######## block 1 ########
`src/rtl/mem_port_arbiter_if.sv`:
```
// Bundle of the IF/MEM requester ports, the RAM port and the stall outputs
// that connect the memory-port arbiter to the pipeline and the RAM.
interface mem_port_if #(
  parameter int ADDR_WIDTH = 32,
  parameter int DATA_WIDTH = 32
);
  logic                  if_req;
  logic [ADDR_WIDTH-1:0] if_addr;
  logic [DATA_WIDTH-1:0] if_rdata;
  logic                  if_ready;
  logic                  mem_req;
  logic                  mem_we;
  logic [ADDR_WIDTH-1:0] mem_addr;
  logic [DATA_WIDTH-1:0] mem_wdata;
  logic [DATA_WIDTH-1:0] mem_rdata;
  logic                  mem_ready;
  logic                  ram_en;
  logic                  ram_we;
  logic [ADDR_WIDTH-1:0] ram_addr;
  logic [DATA_WIDTH-1:0] ram_wdata;
  logic [DATA_WIDTH-1:0] ram_rdata;
  logic                  stall_if;
  logic                  stall_mem;

  // Arbiter side.
  modport slave (
    input  if_req, if_addr, mem_req, mem_we, mem_addr, mem_wdata, ram_rdata,
    output if_rdata, if_ready, mem_rdata, mem_ready,
    output ram_en, ram_we, ram_addr, ram_wdata, stall_if, stall_mem
  );

  // Pipeline / RAM environment side.
  modport master (
    output if_req, if_addr, mem_req, mem_we, mem_addr, mem_wdata, ram_rdata,
    input  if_rdata, if_ready, mem_rdata, mem_ready,
    input  ram_en, ram_we, ram_addr, ram_wdata, stall_if, stall_mem
  );
endinterface

```
`src/rtl/mem_port_arbiter.sv`:
```
// Shares one single-port synchronous RAM between instruction fetch and the
// load/store stage. Round-robin on ties, fixed WAIT_CYCLES access length,
// registered read data and one-cycle ready pulses per requester.
module mem_port_arbiter #(
  parameter int ADDR_WIDTH  = 32,
  parameter int DATA_WIDTH  = 32,
  parameter int WAIT_CYCLES = 2
) (
  input logic      clk,
  input logic      rst,
  mem_port_if.slave bus
);

  typedef enum logic [1:0] {IDLE, BUSY, DONE} state_t;
  typedef enum logic {OWN_IF = 1'b0, OWN_MEM = 1'b1} owner_t;

  localparam logic [3:0] CNT_LOAD = 4'(WAIT_CYCLES - 1);

  state_t                state_reg, state_next;
  owner_t                owner_reg, last_grant_reg, grant_owner;
  logic                  grant_valid;
  logic                  busy_last;
  logic [3:0]            cnt_reg;
  logic [ADDR_WIDTH-1:0] addr_reg;
  logic                  we_reg;
  logic [DATA_WIDTH-1:0] wdata_reg;
  logic [DATA_WIDTH-1:0] if_rdata_reg, mem_rdata_reg;
  logic                  if_ready_reg, mem_ready_reg;
  logic                  ram_en_next, ram_we_next;
  logic [ADDR_WIDTH-1:0] ram_addr_next;
  logic [DATA_WIDTH-1:0] ram_wdata_next;

  // State register.
  always_ff @(posedge clk) begin
    if (rst) state_reg <= IDLE;
    else     state_reg <= state_next;
  end

  // Next state, arbitration decision and RAM port drive.
  always_comb begin
    state_next     = state_reg;
    grant_valid    = 1'b0;
    grant_owner    = OWN_IF;
    busy_last      = 1'b0;
    ram_en_next    = 1'b0;
    ram_we_next    = 1'b0;
    ram_addr_next  = '0;
    ram_wdata_next = '0;
    case (state_reg)
      IDLE: begin
        if (bus.if_req || bus.mem_req) begin
          grant_valid = 1'b1;
          // A tie goes to whoever did not win last time.
          if (bus.if_req && bus.mem_req)
            grant_owner = (last_grant_reg == OWN_IF) ? OWN_MEM : OWN_IF;
          else
            grant_owner = bus.mem_req ? OWN_MEM : OWN_IF;
          state_next = BUSY;
        end
      end
      BUSY: begin
        ram_en_next    = 1'b1;
        ram_we_next    = we_reg;
        ram_addr_next  = addr_reg;
        ram_wdata_next = wdata_reg;
        if (cnt_reg == 4'd0) begin
          busy_last  = 1'b1;
          state_next = DONE;
        end
      end
      DONE:    state_next = IDLE;
      default: state_next = IDLE;
    endcase
  end

  // Request latch, access counter, fairness memory and per-requester results.
  always_ff @(posedge clk) begin
    if (rst) begin
      owner_reg      <= OWN_IF;
      last_grant_reg <= OWN_IF;
      cnt_reg        <= 4'd0;
      addr_reg       <= '0;
      we_reg         <= 1'b0;
      wdata_reg      <= '0;
      if_rdata_reg   <= '0;
      mem_rdata_reg  <= '0;
      if_ready_reg   <= 1'b0;
      mem_ready_reg  <= 1'b0;
    end else begin
      if_ready_reg  <= 1'b0;
      mem_ready_reg <= 1'b0;
      if (grant_valid) begin
        owner_reg      <= grant_owner;
        last_grant_reg <= grant_owner;
        cnt_reg        <= CNT_LOAD;
        if (grant_owner == OWN_MEM) begin
          addr_reg  <= bus.mem_addr;
          we_reg    <= bus.mem_we;
          wdata_reg <= bus.mem_wdata;
        end else begin
          // Fetches are always reads.
          addr_reg  <= bus.if_addr;
          we_reg    <= 1'b0;
          wdata_reg <= '0;
        end
      end else if (state_reg == BUSY && cnt_reg != 4'd0) begin
        cnt_reg <= cnt_reg - 4'd1;
      end
      if (busy_last) begin
        if (owner_reg == OWN_IF) begin
          if_ready_reg <= 1'b1;
          if_rdata_reg <= bus.ram_rdata;
        end else begin
          mem_ready_reg <= 1'b1;
          if (!we_reg) mem_rdata_reg <= bus.ram_rdata;
        end
      end
    end
  end

  assign bus.if_rdata  = if_rdata_reg;
  assign bus.if_ready  = if_ready_reg;
  assign bus.mem_rdata = mem_rdata_reg;
  assign bus.mem_ready = mem_ready_reg;
  assign bus.ram_en    = ram_en_next;
  assign bus.ram_we    = ram_we_next;
  assign bus.ram_addr  = ram_addr_next;
  assign bus.ram_wdata = ram_wdata_next;
  // Stalls follow the registered ready so they drop in the completion cycle.
  assign bus.stall_if  = bus.if_req & ~if_ready_reg;
  assign bus.stall_mem = bus.mem_req & ~mem_ready_reg;

endmodule

```
`src/flat_wrapper.sv`:
```
// flat-port wrapper written by rule: the top's interface ports become plain ports
module mem_port_arbiter_flat 
#(
  parameter int ADDR_WIDTH  = 32,
  parameter int DATA_WIDTH  = 32,
  parameter int WAIT_CYCLES = 2
)
  (clk, rst, bus_if_req, bus_if_addr, bus_mem_req, bus_mem_we, bus_mem_addr, bus_mem_wdata, bus_ram_rdata, bus_if_rdata, bus_if_ready, bus_mem_rdata, bus_mem_ready, bus_ram_en, bus_ram_we, bus_ram_addr, bus_ram_wdata, bus_stall_if, bus_stall_mem);
  mem_port_if #(.ADDR_WIDTH(ADDR_WIDTH), .DATA_WIDTH(DATA_WIDTH)) bus_i ();
  input logic clk;
  input logic rst;
  input wire logic [$bits(bus_i.if_req)-1:0] bus_if_req;
  input wire logic [$bits(bus_i.if_addr)-1:0] bus_if_addr;
  input wire logic [$bits(bus_i.mem_req)-1:0] bus_mem_req;
  input wire logic [$bits(bus_i.mem_we)-1:0] bus_mem_we;
  input wire logic [$bits(bus_i.mem_addr)-1:0] bus_mem_addr;
  input wire logic [$bits(bus_i.mem_wdata)-1:0] bus_mem_wdata;
  input wire logic [$bits(bus_i.ram_rdata)-1:0] bus_ram_rdata;
  output wire logic [$bits(bus_i.if_rdata)-1:0] bus_if_rdata;
  output wire logic [$bits(bus_i.if_ready)-1:0] bus_if_ready;
  output wire logic [$bits(bus_i.mem_rdata)-1:0] bus_mem_rdata;
  output wire logic [$bits(bus_i.mem_ready)-1:0] bus_mem_ready;
  output wire logic [$bits(bus_i.ram_en)-1:0] bus_ram_en;
  output wire logic [$bits(bus_i.ram_we)-1:0] bus_ram_we;
  output wire logic [$bits(bus_i.ram_addr)-1:0] bus_ram_addr;
  output wire logic [$bits(bus_i.ram_wdata)-1:0] bus_ram_wdata;
  output wire logic [$bits(bus_i.stall_if)-1:0] bus_stall_if;
  output wire logic [$bits(bus_i.stall_mem)-1:0] bus_stall_mem;
  assign bus_i.if_req = bus_if_req;
  assign bus_i.if_addr = bus_if_addr;
  assign bus_i.mem_req = bus_mem_req;
  assign bus_i.mem_we = bus_mem_we;
  assign bus_i.mem_addr = bus_mem_addr;
  assign bus_i.mem_wdata = bus_mem_wdata;
  assign bus_i.ram_rdata = bus_ram_rdata;
  assign bus_if_rdata = bus_i.if_rdata;
  assign bus_if_ready = bus_i.if_ready;
  assign bus_mem_rdata = bus_i.mem_rdata;
  assign bus_mem_ready = bus_i.mem_ready;
  assign bus_ram_en = bus_i.ram_en;
  assign bus_ram_we = bus_i.ram_we;
  assign bus_ram_addr = bus_i.ram_addr;
  assign bus_ram_wdata = bus_i.ram_wdata;
  assign bus_stall_if = bus_i.stall_if;
  assign bus_stall_mem = bus_i.stall_mem;
  mem_port_arbiter #(.ADDR_WIDTH(ADDR_WIDTH), .DATA_WIDTH(DATA_WIDTH), .WAIT_CYCLES(WAIT_CYCLES)) u_core (.clk(clk), .rst(rst), .bus(bus_i));
endmodule
```
`config.mk`:
```
export PLATFORM = sky130hd
export DESIGN_NAME = mem_port_arbiter_flat
export DESIGN_NICKNAME = d
export VERILOG_FILES = /design/src/rtl/mem_port_arbiter_if.sv /design/src/rtl/mem_port_arbiter.sv /design/src/flat_wrapper.sv
export SDC_FILE = /design/constraint.sdc
export NUM_CORES = 1
export LEC_CHECK = 0
export CORE_MARGIN = 1.5
export CORE_UTILIZATION = 37
export CTS_CLUSTER_SIZE = 12
export DETAILED_ROUTE_END_ITERATION = 10
export GPL_ROUTABILITY_DRIVEN = 0
export PLACE_DENSITY_LB_ADDON = 0.3
export REMOVE_ABC_BUFFERS = 1
export SYNTH_ARGS = -nofsm -noshare
export SYNTH_HDL_FRONTEND = slang
export SYNTH_SLANG_ARGS = --single-unit
```
`constraint.sdc`:
```
create_clock -name clk -period 1.6 [get_ports clk]
set_input_delay 0.48 -clock clk [delete_from_list [all_inputs] [get_ports clk]]
set_output_delay 0.48 -clock clk [all_outputs]
set_load 0.03 [all_outputs]
```
######## block 2 ########
==> config.mk <==
export PLATFORM = sky130hd
export DESIGN_NAME = arbiter4_rr
export DESIGN_NICKNAME = d
export VERILOG_FILES = /design/src/rtl/arbiter4_rr.sv
export SDC_FILE = /design/constraint.sdc
export NUM_CORES = 1
export LEC_CHECK = 0
export CORE_MARGIN = 2
export CORE_UTILIZATION = 25
export DETAILED_ROUTE_END_ITERATION = 8
export PLACE_DENSITY_LB_ADDON = 0.25
export SYNTH_ARGS = -nofsm -noshare
export SYNTH_HDL_FRONTEND = slang
export SYNTH_HIERARCHICAL = 1
export SYNTH_SLANG_ARGS = --single-unit
==> constraint.sdc <==
create_clock -name clk -period 3.3 [get_ports clk]
set_input_delay 0.66 -clock clk [delete_from_list [all_inputs] [get_ports clk]]
set_output_delay 0.66 -clock clk [all_outputs]
set_load 0.03 [all_outputs]
==> src/rtl/arbiter4_rr.sv <==
// Four-requester round-robin arbiter with grant hold and hold timeout.
// Issues a registered one-hot grant. The 2-bit owner index is produced by encoder42.

// 4:2 encoder for a one-hot (or all-zero) input; all-zero encodes to 00.
module encoder42 (
   input  logic i0,
   input  logic i1,
   input  logic i2,
   input  logic i3,
   output logic o0,
   output logic o1
);

   assign o1 = i3 | i2;
   assign o0 = i3 | i1;

endmodule

module arbiter4_rr #(
   parameter int unsigned MAX_HOLD = 16
) (
   input  logic clk,
   input  logic reset_n,
   input  logic i0,
   input  logic i1,
   input  logic i2,
   input  logic i3,
   output logic gnt0,
   output logic gnt1,
   output logic gnt2,
   output logic gnt3,
   output logic o0,
   output logic o1,
   output logic busy,
   output logic timeout
);

   localparam logic [0:0] StIdle  = 1'b0;
   localparam logic [0:0] StGrant = 1'b1;

   localparam logic [7:0] MaxHold = 8'(MAX_HOLD);
   localparam logic [7:0] HoldSat = 8'd255;

   logic [0:0] state_q, state_d;
   logic [1:0] ptr_q, ptr_d;
   logic [7:0] hold_cnt_q, hold_cnt_d;
   logic [1:0] owner_q, owner_d;
   logic [3:0] gnt_q, gnt_d;
   logic       timeout_q, timeout_d;

   logic [3:0] req;
   logic       found;
   logic [1:0] winner;
   logic [1:0] idx;
   logic       hold_expired;

   assign req = {i3, i2, i1, i0};

   // Zero disables the timeout, so expiry can only fire for a nonzero limit.
   assign hold_expired = (MAX_HOLD != 0) && (hold_cnt_q >= MaxHold);

   // First asserted request searching upward from ptr, wrapping mod 4.
   always_comb begin
      found  = 1'b0;
      winner = ptr_q;
      idx    = ptr_q;
      for (int j = 0; j < 4; j++) begin
         idx = ptr_q + 2'(j);
         if (!found && req[idx]) begin
            found  = 1'b1;
            winner = idx;
         end
      end
   end

   // Next-state logic for the IDLE/GRANT machine.
   always_comb begin
      state_d    = state_q;
      ptr_d      = ptr_q;
      hold_cnt_d = hold_cnt_q;
      owner_d    = owner_q;
      gnt_d      = gnt_q;
      timeout_d  = 1'b0;
      case (state_q)
         StIdle: begin
            if (found) begin
               state_d        = StGrant;
               owner_d        = winner;
               hold_cnt_d     = 8'd1;
               gnt_d          = 4'b0000;
               gnt_d[winner]  = 1'b1;
            end
         end
         StGrant: begin
            if (!req[owner_q]) begin
               state_d = StIdle;
               gnt_d   = 4'b0000;
               ptr_d   = owner_q + 2'd1;
            end else if (hold_expired) begin
               // Revoked owner goes to lowest priority by moving ptr past it.
               state_d   = StIdle;
               gnt_d     = 4'b0000;
               ptr_d     = owner_q + 2'd1;
               timeout_d = 1'b1;
            end else if (hold_cnt_q != HoldSat) begin
               hold_cnt_d = hold_cnt_q + 8'd1;
            end
         end
         default: begin
            state_d = StIdle;
            gnt_d   = 4'b0000;
         end
      endcase
   end

   // State registers with asynchronous active-low reset.
   always_ff @(posedge clk or negedge reset_n) begin
      if (!reset_n) begin
         state_q    <= StIdle;
         ptr_q      <= 2'd0;
         hold_cnt_q <= 8'd0;
         owner_q    <= 2'd0;
         gnt_q      <= 4'b0000;
         timeout_q  <= 1'b0;
      end else begin
         state_q    <= state_d;
         ptr_q      <= ptr_d;
         hold_cnt_q <= hold_cnt_d;
         owner_q    <= owner_d;
         gnt_q      <= gnt_d;
         timeout_q  <= timeout_d;
      end
   end

   assign gnt0    = gnt_q[0];
   assign gnt1    = gnt_q[1];
   assign gnt2    = gnt_q[2];
   assign gnt3    = gnt_q[3];
   assign busy    = |gnt_q;
   assign timeout = timeout_q;

   encoder42 u_enc (
      .i0(gnt_q[0]),
      .i1(gnt_q[1]),
      .i2(gnt_q[2]),
      .i3(gnt_q[3]),
      .o0(o0),
      .o1(o1)
   );

endmodule

######## block 3 ########
`src/rtl/fifo_pkg.sv`:
```
// Shared types and helpers for the synchronous FIFO.
// Provides the count-width function and a packed status bundle.
package fifo_pkg;

    // Occupancy runs 0..2**aw inclusive, so it needs one bit more
    // than the pointers.
    function automatic int cnt_width(input int aw);
        return aw + 1;
    endfunction

    typedef struct packed {
        logic full;
        logic empty;
        logic almost_full;
        logic overflow;
        logic underflow;
    } fifo_status_t;

endpackage

```
`src/rtl/fifo_mem.sv`:
```
// Dual-port register-file storage: DWIDTH x 2**AWIDTH words.
// Ports: clk, w_en/w_addr/w_data (sync write), r_addr/r_data (async read).
module fifo_mem #(
    parameter int DWIDTH = 8,
    parameter int AWIDTH = 3
) (
    input  logic              clk,
    input  logic              w_en,
    input  logic [AWIDTH-1:0] w_addr,
    input  logic [DWIDTH-1:0] w_data,
    input  logic [AWIDTH-1:0] r_addr,
    output logic [DWIDTH-1:0] r_data
);

    localparam int DEPTH = 2 ** AWIDTH;

    // Storage is deliberately not reset.
    logic [DWIDTH-1:0] mem_q [DEPTH];

    always_ff @(posedge clk) begin
        if (w_en) begin
            mem_q[w_addr] <= w_data;
        end
    end

    assign r_data = mem_q[r_addr];

endmodule

```
`src/rtl/sync_fifo.sv`:
```
// Single-clock FWFT FIFO with count, status and sticky error flags.
// Ports: clk, reset (sync, active-high), push/wdata, pop/rdata, clr_err,
//        full, empty, almost_full, count, overflow, underflow.
module sync_fifo
    import fifo_pkg::*;
#(
    parameter int DWIDTH   = 8,
    parameter int AWIDTH   = 3,
    parameter int AFULL_TH = 2 ** AWIDTH - 1
) (
    input  logic              clk,
    input  logic              reset,
    input  logic              push,
    input  logic [DWIDTH-1:0] wdata,
    input  logic              pop,
    output logic [DWIDTH-1:0] rdata,
    output logic              full,
    output logic              empty,
    output logic              almost_full,
    output logic [AWIDTH:0]   count,
    output logic              overflow,
    output logic              underflow,
    input  logic              clr_err
);

    localparam int CW = cnt_width(AWIDTH);
    localparam logic [CW-1:0] DEPTH_C = CW'(2 ** AWIDTH);
    localparam logic [CW-1:0] AFULL_C = CW'(AFULL_TH);

    logic [AWIDTH-1:0] wptr_q, wptr_d;
    logic [AWIDTH-1:0] rptr_q, rptr_d;
    logic [CW-1:0]     cnt_q, cnt_d;
    logic              ovf_q, ovf_d;
    logic              unf_q, unf_d;
    logic              push_ok, pop_ok;
    fifo_status_t      st;

    // Status is decoded from registered state only, never from inputs.
    always_comb begin
        st             = '0;
        st.full        = (cnt_q == DEPTH_C);
        st.empty       = (cnt_q == '0);
        st.almost_full = (cnt_q >= AFULL_C);
        st.overflow    = ovf_q;
        st.underflow   = unf_q;
    end

    // A full FIFO still takes a push when a pop frees a slot this cycle.
    assign pop_ok  = pop & ~st.empty;
    assign push_ok = push & (~st.full | pop_ok);

    always_comb begin
        wptr_d = wptr_q;
        rptr_d = rptr_q;
        cnt_d  = cnt_q;
        ovf_d  = ovf_q;
        unf_d  = unf_q;

        if (push_ok) begin
            wptr_d = wptr_q + AWIDTH'(1);
        end
        if (pop_ok) begin
            rptr_d = rptr_q + AWIDTH'(1);
        end

        if (push_ok && !pop_ok) begin
            cnt_d = cnt_q + CW'(1);
        end else if (pop_ok && !push_ok) begin
            cnt_d = cnt_q - CW'(1);
        end

        // Clear first so a same-cycle error wins.
        if (clr_err) begin
            ovf_d = 1'b0;
            unf_d = 1'b0;
        end
        if (push && !push_ok) begin
            ovf_d = 1'b1;
        end
        if (pop && !pop_ok) begin
            unf_d = 1'b1;
        end
    end

    always_ff @(posedge clk) begin
        if (reset) begin
            wptr_q <= '0;
            rptr_q <= '0;
            cnt_q  <= '0;
            ovf_q  <= 1'b0;
            unf_q  <= 1'b0;
        end else begin
            wptr_q <= wptr_d;
            rptr_q <= rptr_d;
            cnt_q  <= cnt_d;
            ovf_q  <= ovf_d;
            unf_q  <= unf_d;
        end
    end

    // Reset must also block the memory write, otherwise the
    // discarded push would still land in storage.
    fifo_mem #(
        .DWIDTH (DWIDTH),
        .AWIDTH (AWIDTH)
    ) u_mem (
        .clk    (clk),
        .w_en   (push_ok & ~reset),
        .w_addr (wptr_q),
        .w_data (wdata),
        .r_addr (rptr_q),
        .r_data (rdata)
    );

    assign full        = st.full;
    assign empty       = st.empty;
    assign almost_full = st.almost_full;
    assign overflow    = st.overflow;
    assign underflow   = st.underflow;
    assign count       = cnt_q;

endmodule

```
`config.mk`:
```
export PLATFORM = sky130hd
export DESIGN_NAME = sync_fifo
export DESIGN_NICKNAME = d
export VERILOG_FILES = /design/src/rtl/fifo_pkg.sv /design/src/rtl/fifo_mem.sv /design/src/rtl/sync_fifo.sv
export SDC_FILE = /design/constraint.sdc
export NUM_CORES = 1
export LEC_CHECK = 0
export CAP_MARGIN = 20
export CORE_UTILIZATION = 56
export DETAILED_ROUTE_END_ITERATION = 6
export GPL_ROUTABILITY_DRIVEN = 0
export GPL_TIMING_DRIVEN = 1
export PLACE_DENSITY = 0.78
export SLEW_MARGIN = 10
export SYNTH_ARGS = -nofsm -noshare
export SYNTH_HDL_FRONTEND = slang
export SYNTH_SLANG_ARGS = --single-unit
export TNS_END_PERCENT = 5
```
`constraint.sdc`:
```
create_clock -name clk -period 2.9 [get_ports clk]
set_input_delay 0.58 -clock clk [delete_from_list [all_inputs] [get_ports clk]]
set_output_delay 0.58 -clock clk [all_outputs]
set_load 0.005 [all_outputs]
```
######## block 4 ########
## config.mk

```make
export PLATFORM = sky130hd
export DESIGN_NAME = clk_gate_ctrl_flat
export DESIGN_NICKNAME = d
export VERILOG_FILES = /design/src/rtl/clk_gate_ctrl_if.sv /design/src/rtl/clk_gate_ctrl.sv /design/src/flat_wrapper.sv
export SDC_FILE = /design/constraint.sdc
export NUM_CORES = 1
export LEC_CHECK = 0
export CAP_MARGIN = 20
export CORE_ASPECT_RATIO = 1.1
export CORE_MARGIN = 2
export CORE_UTILIZATION = 50
export DETAILED_ROUTE_END_ITERATION = 16
export DONT_BUFFER_PORTS = 1
export MAX_ROUTING_LAYER = met4
export SLEW_MARGIN = 10
export SYNTH_ARGS = -nofsm -noshare
export SYNTH_HDL_FRONTEND = slang
export SYNTH_SLANG_ARGS = --single-unit
```

## constraint.sdc

```tcl
create_clock -name clk_i -period 2 [get_ports clk_i]
set_input_delay 0.2 -clock clk_i [delete_from_list [all_inputs] [get_ports clk_i]]
set_output_delay 0.2 -clock clk_i [all_outputs]
set_load 0.01 [all_outputs]
```

## src/rtl/clk_gate_ctrl_if.sv

```systemverilog
// Activity inputs and gate-control outputs of the clock gating controller.
// The controller takes the slave view; the activity source takes the master view.
interface clk_gate_ctrl_if;
    logic busy_i;
    logic wake_req_i;
    logic force_on_i;
    logic gate_en_o;
    logic clk_active_o;
    logic wake_ack_o;
    logic sleep_o;

    modport master (
        output busy_i,
        output wake_req_i,
        output force_on_i,
        input  gate_en_o,
        input  clk_active_o,
        input  wake_ack_o,
        input  sleep_o
    );

    modport slave (
        input  busy_i,
        input  wake_req_i,
        input  force_on_i,
        output gate_en_o,
        output clk_active_o,
        output wake_ack_o,
        output sleep_o
    );
endinterface

```

## src/rtl/clk_gate_ctrl.sv

```systemverilog
// Idle-detection controller for a gated-clock cell enable.
// It runs on the free clock and models the cell's enable-synchronizer latency.
module clk_gate_ctrl #(
    parameter int IDLE_CYCLES  = 16,
    parameter int SYNC_LATENCY = 2
) (
    input logic            clk_i,
    input logic            arst_ni,
    clk_gate_ctrl_if.slave bus
);
    localparam int IW_RAW = $clog2(IDLE_CYCLES + 1);
    localparam int IW     = (IW_RAW < 1) ? 1 : IW_RAW;
    localparam int LW     = $clog2(SYNC_LATENCY + 1);

    localparam logic [IW-1:0] IDLE_LAST =
        IW'((IDLE_CYCLES > 0) ? IDLE_CYCLES - 1 : 0);
    localparam logic [IW-1:0] IDLE_MAX = IW'(IDLE_CYCLES);
    localparam logic [LW-1:0] LAT_LAST = LW'(SYNC_LATENCY - 1);

    typedef enum logic [2:0] {
        RUN,
        IDLE_WAIT,
        SLEEP_PEND,
        SLEEP,
        WAKE_PEND
    } state_t;

    state_t        state_q, state_d;
    logic [IW-1:0] idle_q, idle_d;
    logic [LW-1:0] lat_q, lat_d;
    logic          gate_q, act_q, ack_q, sleep_q;
    logic          quiet;

    assign quiet = !bus.busy_i && !bus.wake_req_i && !bus.force_on_i;

    always_comb begin
        state_d = state_q;
        idle_d  = idle_q;
        lat_d   = lat_q;
        unique case (state_q)
            RUN: begin
                if (quiet && IDLE_CYCLES != 0) begin
                    if (IDLE_CYCLES == 1) begin
                        state_d = SLEEP_PEND;
                        lat_d   = '0;
                        idle_d  = '0;
                    end else begin
                        state_d = IDLE_WAIT;
                        idle_d  = IW'(1);
                    end
                end
            end
            IDLE_WAIT: begin
                if (!quiet) begin
                    state_d = RUN;
                    idle_d  = '0;
                end else if (idle_q == IDLE_LAST) begin
                    state_d = SLEEP_PEND;
                    lat_d   = '0;
                    idle_d  = '0;
                end else if (idle_q != IDLE_MAX) begin
                    idle_d = idle_q + IW'(1);
                end
            end
            // Never cut short: a partial window could emit a runt gated pulse.
            SLEEP_PEND: begin
                if (lat_q == LAT_LAST) begin
                    lat_d   = '0;
                    state_d = quiet ? SLEEP : WAKE_PEND;
                end else begin
                    lat_d = lat_q + LW'(1);
                end
            end
            SLEEP: begin
                if (!quiet) begin
                    state_d = WAKE_PEND;
                    lat_d   = '0;
                end
            end
            WAKE_PEND: begin
                if (lat_q == LAT_LAST) begin
                    state_d = RUN;
                    lat_d   = '0;
                end else begin
                    lat_d = lat_q + LW'(1);
                end
            end
            default: begin
                state_d = WAKE_PEND;
                lat_d   = '0;
                idle_d  = '0;
            end
        endcase
    end

    always_ff @(posedge clk_i or negedge arst_ni) begin
        if (!arst_ni) begin
            state_q <= WAKE_PEND;
            idle_q  <= '0;
            lat_q   <= '0;
            gate_q  <= 1'b1;
            act_q   <= 1'b0;
            ack_q   <= 1'b0;
            sleep_q <= 1'b0;
        end else begin
            state_q <= state_d;
            idle_q  <= idle_d;
            lat_q   <= lat_d;
            gate_q  <= (state_d == RUN) || (state_d == IDLE_WAIT) ||
                       (state_d == WAKE_PEND);
            act_q   <= (state_d == RUN) || (state_d == IDLE_WAIT);
            ack_q   <= (state_q == WAKE_PEND) && (state_d == RUN);
            sleep_q <= (state_d == SLEEP);
        end
    end

    assign bus.gate_en_o    = gate_q;
    assign bus.clk_active_o = act_q;
    assign bus.wake_ack_o   = ack_q;
    assign bus.sleep_o      = sleep_q;
endmodule

```

## src/flat_wrapper.sv

```systemverilog
// flat-port wrapper written by rule: the top's interface ports become plain ports
module clk_gate_ctrl_flat 
#(
    parameter int IDLE_CYCLES  = 16,
    parameter int SYNC_LATENCY = 2
)
  (clk_i, arst_ni, bus_busy_i, bus_wake_req_i, bus_force_on_i, bus_gate_en_o, bus_clk_active_o, bus_wake_ack_o, bus_sleep_o);
  clk_gate_ctrl_if bus_i ();
  input logic clk_i;
  input logic arst_ni;
  input wire logic [$bits(bus_i.busy_i)-1:0] bus_busy_i;
  input wire logic [$bits(bus_i.wake_req_i)-1:0] bus_wake_req_i;
  input wire logic [$bits(bus_i.force_on_i)-1:0] bus_force_on_i;
  output wire logic [$bits(bus_i.gate_en_o)-1:0] bus_gate_en_o;
  output wire logic [$bits(bus_i.clk_active_o)-1:0] bus_clk_active_o;
  output wire logic [$bits(bus_i.wake_ack_o)-1:0] bus_wake_ack_o;
  output wire logic [$bits(bus_i.sleep_o)-1:0] bus_sleep_o;
  assign bus_i.busy_i = bus_busy_i;
  assign bus_i.wake_req_i = bus_wake_req_i;
  assign bus_i.force_on_i = bus_force_on_i;
  assign bus_gate_en_o = bus_i.gate_en_o;
  assign bus_clk_active_o = bus_i.clk_active_o;
  assign bus_wake_ack_o = bus_i.wake_ack_o;
  assign bus_sleep_o = bus_i.sleep_o;
  clk_gate_ctrl #(.IDLE_CYCLES(IDLE_CYCLES), .SYNC_LATENCY(SYNC_LATENCY)) u_core (.clk_i(clk_i), .arst_ni(arst_ni), .bus(bus_i));
endmodule
```


## Gallery

PDN straps and rails.
Plate I
The bar under the picture is 20 um long. Pins as bars on the die edge. Tap cells in gray.
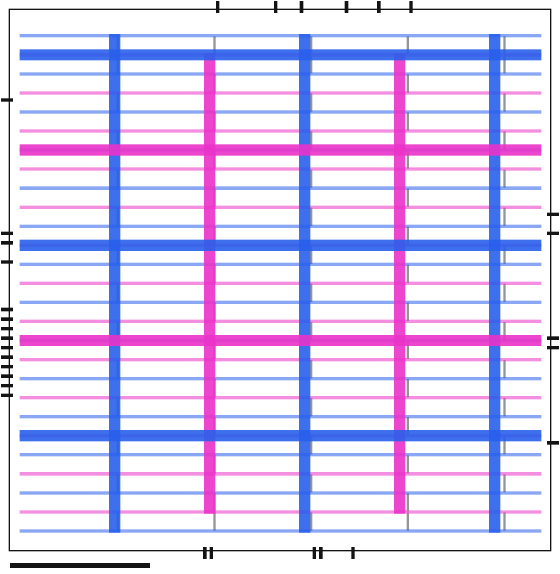
Plate II
The bar under the picture is 20 um long. Pins as bars on the die edge. Tap cells in gray.
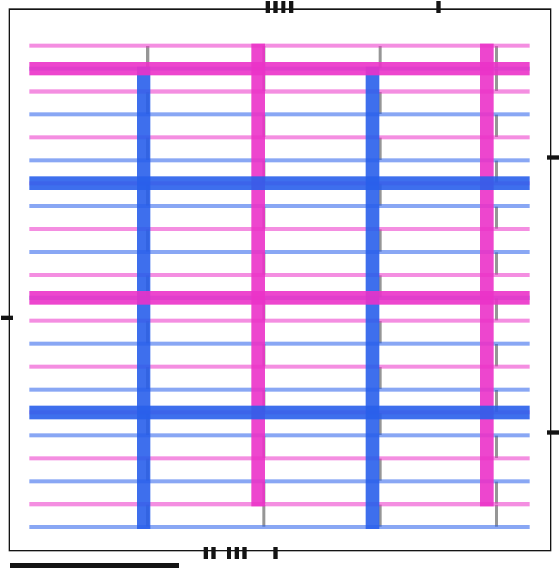
Plate III
The bar under the picture is 50 um long. Pins as bars on the die edge. Tap cells in gray.
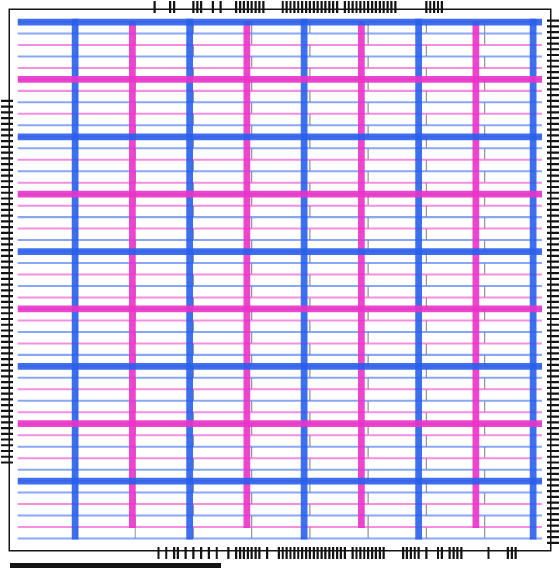
Plate IV
The bar under the picture is 10 um long. Pins as bars on the die edge. Tap cells in gray.
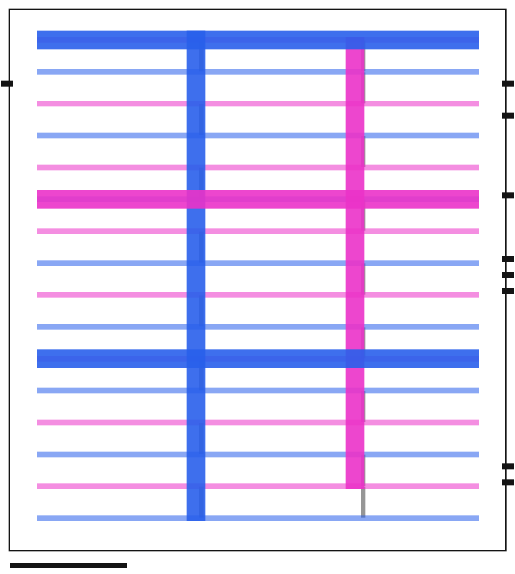
- most pins: Plate III
- fewest pins: Plate IV
- block 4 = Plate IV
- block 3 = Plate I
- block 2 = Plate II
- block 1 = Plate III

block_1/wire_density.png
26 x 26 tiles, from dark blue (low) to red (high), scaled to the fullest tile. Values are wire area over tile area, all layers added.
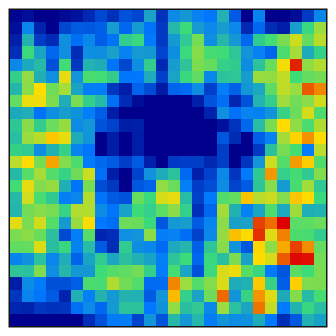
emptiest ninth of the die	center
tiles over half the peak	30%
nearly empty tiles	7.8%
mean over tiles	0.17

==> results.toml, block 1 <==
# implementation run metrics
[global_route]
groute.layer.met3.usage_pct = 7.76
grt_first_pass_wirelength_um = 26400
met2_usage_pct = 36.6

[worst_setup_path]
r2r_setup_slack_ns = -0.02
critPathSlowestCell = "dfxtp_2"
worstPathMaxFanout = 11
reg2reg_to = "u_core.bus.mem_rdata[3]"

[detailed_routing]
post_drt_wl_per_cell_um = 17.1
wl_met1_um = 7090
top_layer_used = "met4"
detailroute.wirelength.met3_um = 1540
num_vias = 5060
post_drt_via_cell_ratio = 4.93
iteration_count_of_the_initial_detailed_routing_pass = 4

[sta]
setup_viol = 87
slew_violations = 0
slew_headroom_pct = 75.3
worst-slew-pin-transition_ns = 0.371
layout_setup_ws_ns = -0.435
timing.hold.ws_ns = 0.459

[status]
status = "finished, violations left"
violations = "setup timing"

[die]
total_i_o_pin_count = 267

[clocking]
cts.path.max_buffers = 2
tritoncts = "yes"
total_cts_buffers = 17

[logic_synthesis]
synth_top_flop_cell = "dfxtp_1"
post_synth_inst_count = 545

[final_layout]
postLayoutCoreUtil_pct = 65.6

[job]
max_cap_viol_count = 0

[hold_path]
worstHoldEndpoint = "u_core.addr_reg[17]"
worst_hold_startpoint = "u_core.addr_reg[17]"
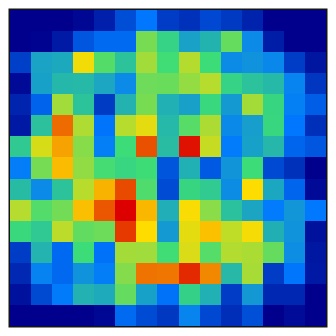
block_3/wire_density.png
15 x 15 tiles, from dark blue (low) to red (high), scaled to the fullest tile. Values are wire area over tile area, all layers added.
tiles over half the peak	31%
nearly empty tiles	8.9%
mean over tiles	0.16

==> results.toml, block 3 <==
# implementation run metrics
[detailed_routing]
top_layer_used = "met4"
drc = 0
overall_routed_net_length_um = 5890

[logic_synthesis]
netlist_top_cells_count = "edfxtp_1 (64), nor2_1 (18), mux4_2 (16)"
synth.distinct_cells = 34

[power]
vdd_ir_drop_max_uv = 459
powerComb_mw = 0.901
fin_total_pwr_mw = 3.21

[die]
total_i_o_pin_count = 30

[worst_setup_path]
critical_path.endpoint = "rdata[5]"
worstPathMaxFanout = 16
setup.worst_path.end_class = "output port"

[sta]
slew_headroom_pct = 69.8
worst-slew-pin-transition_ns = 0.453

[hold_path]
hold-path-cell-count = 2
worst_hold_startpoint = "rptr_q[2]"

[status]
status = "finished, final reports clean"

[clocking]
clock-root-buffer = "clkbuf_8"

[global_route]
grt_overflow = 0

[final_layout]
comb_area_share_pct = 22.9
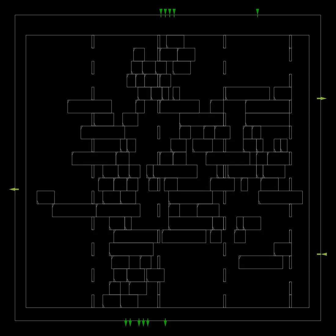
block_2/final_placement.png
n_taps: 46
fillcell total: 348
area of the placeable core: 0.00339 sq mm
number of standard-cell rows in the floorplan: 21
sequential portion of the cell area: 40.5%

==> results.toml, block 2 <==
# implementation run metrics
[status]
status = "finished, final reports clean"

[sta]
worst-slew-pin-transition_ns = 0.801
layout_setup_ws_ns = 0.816
timing.hold.ws_ns = 0.511
finalSetupTns_ns = 0

[worst_setup_path]
reg2reg_from = "owner_q[0]"
worstPathArrival_ns = 1.82
worstPathMaxFanout = 4

[final_layout]
final_layout_top_logic_cells = "dfrtp_1 (18), clkdlybuf4s50_1 (13), nor2_1 (5), nand2_1 (5)"
largest_register_ffs = 8
number_of_signal_net_buffers_in_the_layout = 13

[placement]
numPlacedInstances = 138
dpl-instance-area_sq_mm = 0.00107

[power]
top_power_group = "combinational cells"
p_per_area_mw_per_mm2 = 896
total_switching_power_mw = 0.416

[detailed_routing]
ant_nets = 0

[global_route]
grt_overflow = 0

[clocking]
cts_hold_buffers = 0

[logic_synthesis]
edf_count = 0
synthesis.yosys.warnings = 6
block_4/port_nets.png
The bar under the picture is 10 um long.
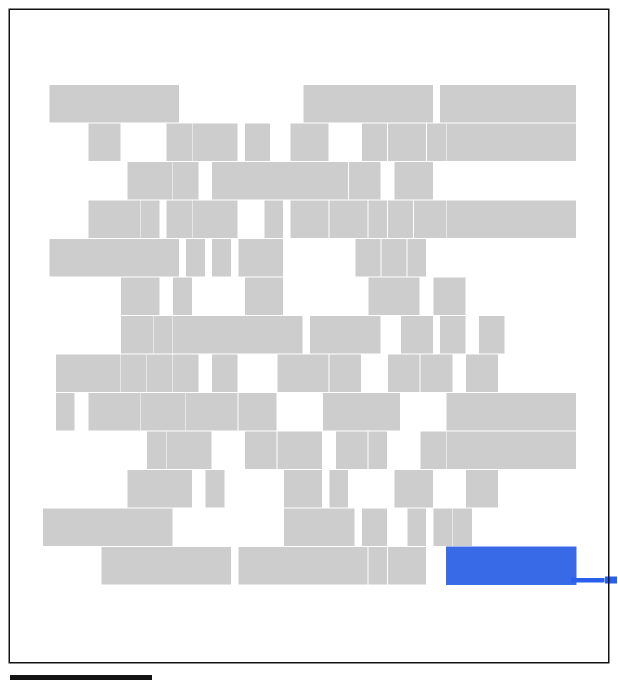
port	color	bits	direction	edge	end cells	buffers	wire
bus_wake_ack_o	blue	1	output	right	1	0	2.20 um

block_4/cell_classes.png
Fill, decap, tap and diode cells in gray.
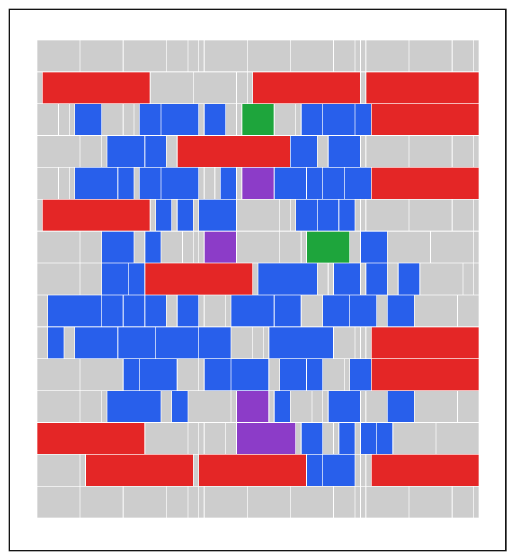
class	color	cells	share of their area
flops	red	14	42%
all other logic	blue	69	52%
other buffers and delay cells	green	2	2.1%
clock drivers and dummy loads	purple	4	4.3%

==> results.toml, block 4 <==
# implementation run metrics
[final_layout]
registers.top_by_ff_count = "u_core.idle_q"
largest_register_ffs = 5
multi_input_comb_area_sq_um = 414
sequential_cell_total = 14

[logic_synthesis]
syn_avg_cell_area_sq_um = 9.35
synthDominantCellAreaShare_pct = 37.3
synthSimpleGateAreaFrac_pct = 24.1
postSynthNetCount = 93
asyncSetResetFlopFracSynth_pct = 100

[detailed_routing]
overall_routed_net_length_um = 1740
detailroute.wirelength.met3_um = 107
num_vias = 691
top_layer_used = "met4"

[die]
floorplan.rows = 15

[worst_setup_path]
critPathLaunch = "u_core.state_q[0]"
critical_path.endpoint = "u_core.idle_q[2]"
worstPathArrival_ns = 1.98
critPathSlowestCell = "or4b_4"
reg2reg_to = "u_core.idle_q[2]"

[clocking]
total_cts_buffers = 3
cts.path.max_buffers = 2
clock_latency_ns = 0.28
cts.clk_slew.worst_paths_ns = 0.09

[status]
status = "finished, final reports clean"

[global_route]
groute.layer.met3.usage_pct = 3.14
grt_start_max_net_pins = 15
met1_usage_in_global_routing_pct = 22.2

[sta]
finalHoldViolations = 0
timing.fmax_ghz = 0.568
worst-slew-pin-transition_ns = 0.664


==> gallery <==
Port wiring.
image #1
The bar under the picture is 20 um long.
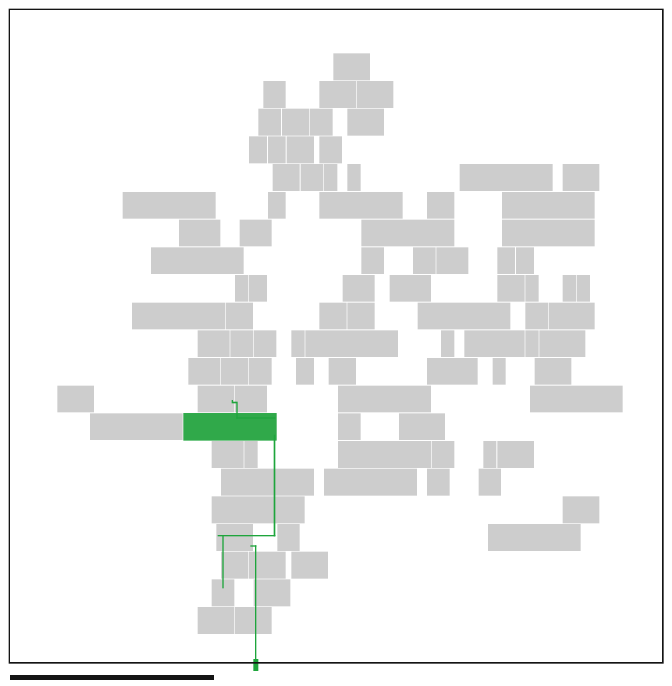
image #2
The bar under the picture is 50 um long.
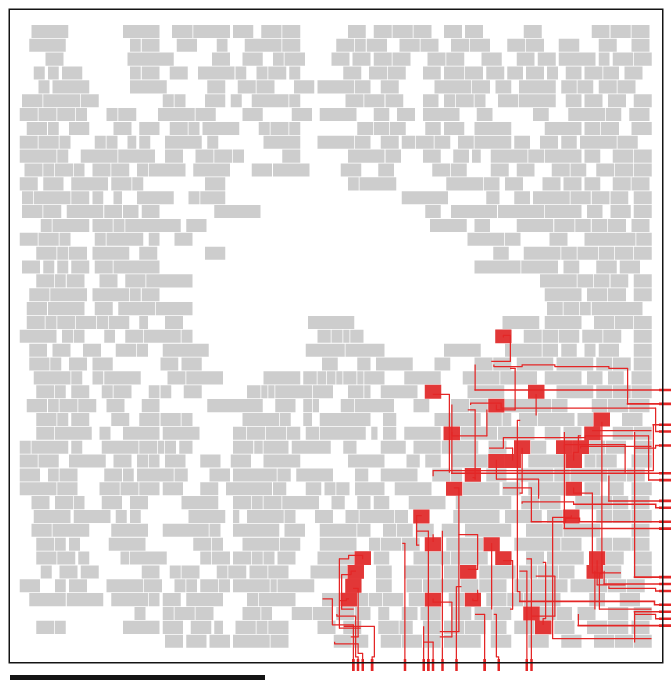
image #3
The bar under the picture is 20 um long.
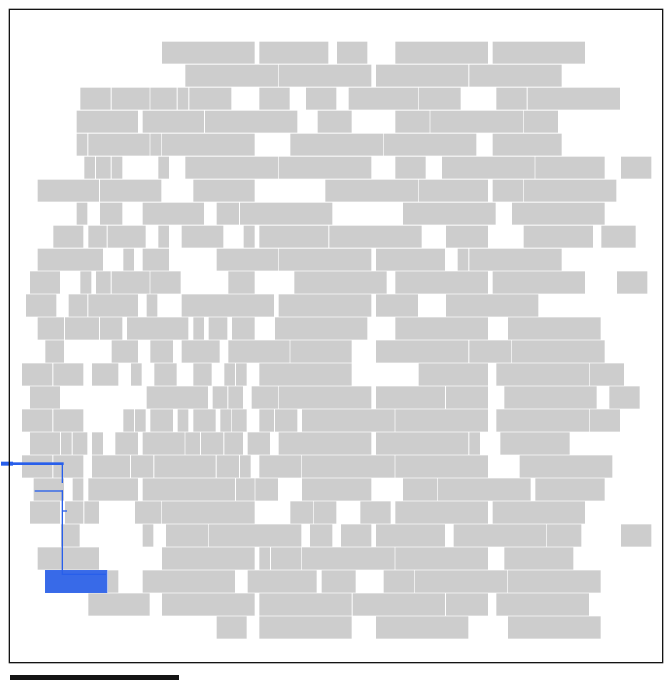
Image #2 is block 1.
Image #1 is block 2.
Image #3 is block 3.
Of these, most cells: image #2
Of these, smallest die: image #1

Key to image #1:
port	color	bits	direction	edge	end cells	buffers	wire
gnt2	green	1	output	bottom	1	1	37.8 um


==> screenshots <==
Placed cells, one color a class.
Fill, decap, tap and diode cells in gray.
shot_01.png
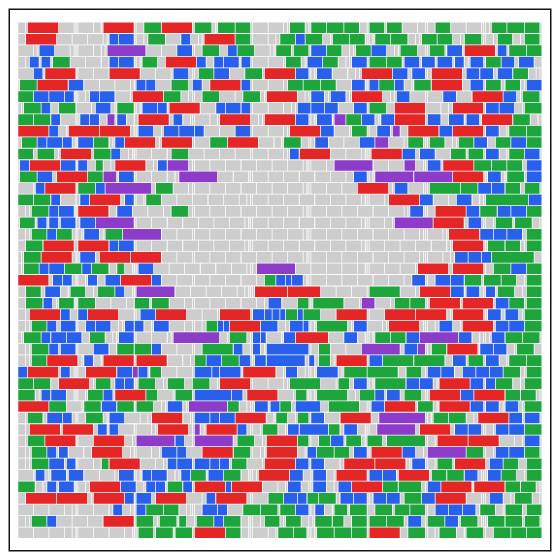
shot_02.png
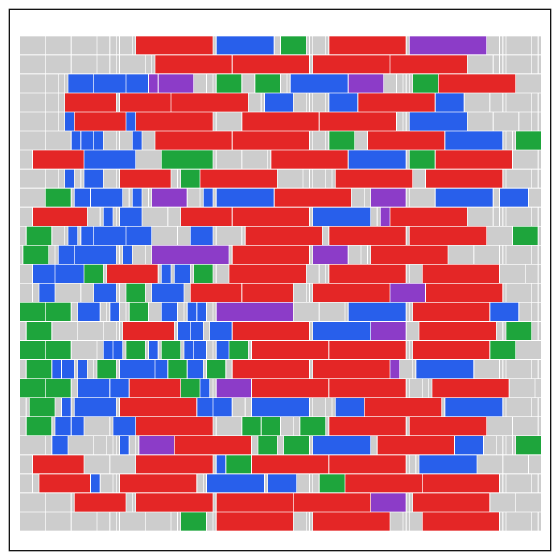
shot_03.png
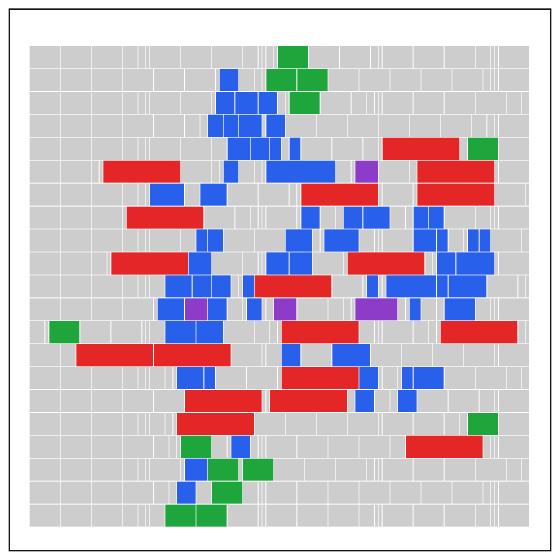
shot_03.png: block 2
shot_02.png: block 3
shot_01.png: block 1

Key to shot_01.png:
class	color	cells	share of their area
clock drivers and dummy loads	purple	31	6.1%
flops	red	138	28%
all other logic	blue	362	31%
other buffers and delay cells	green	308	34%

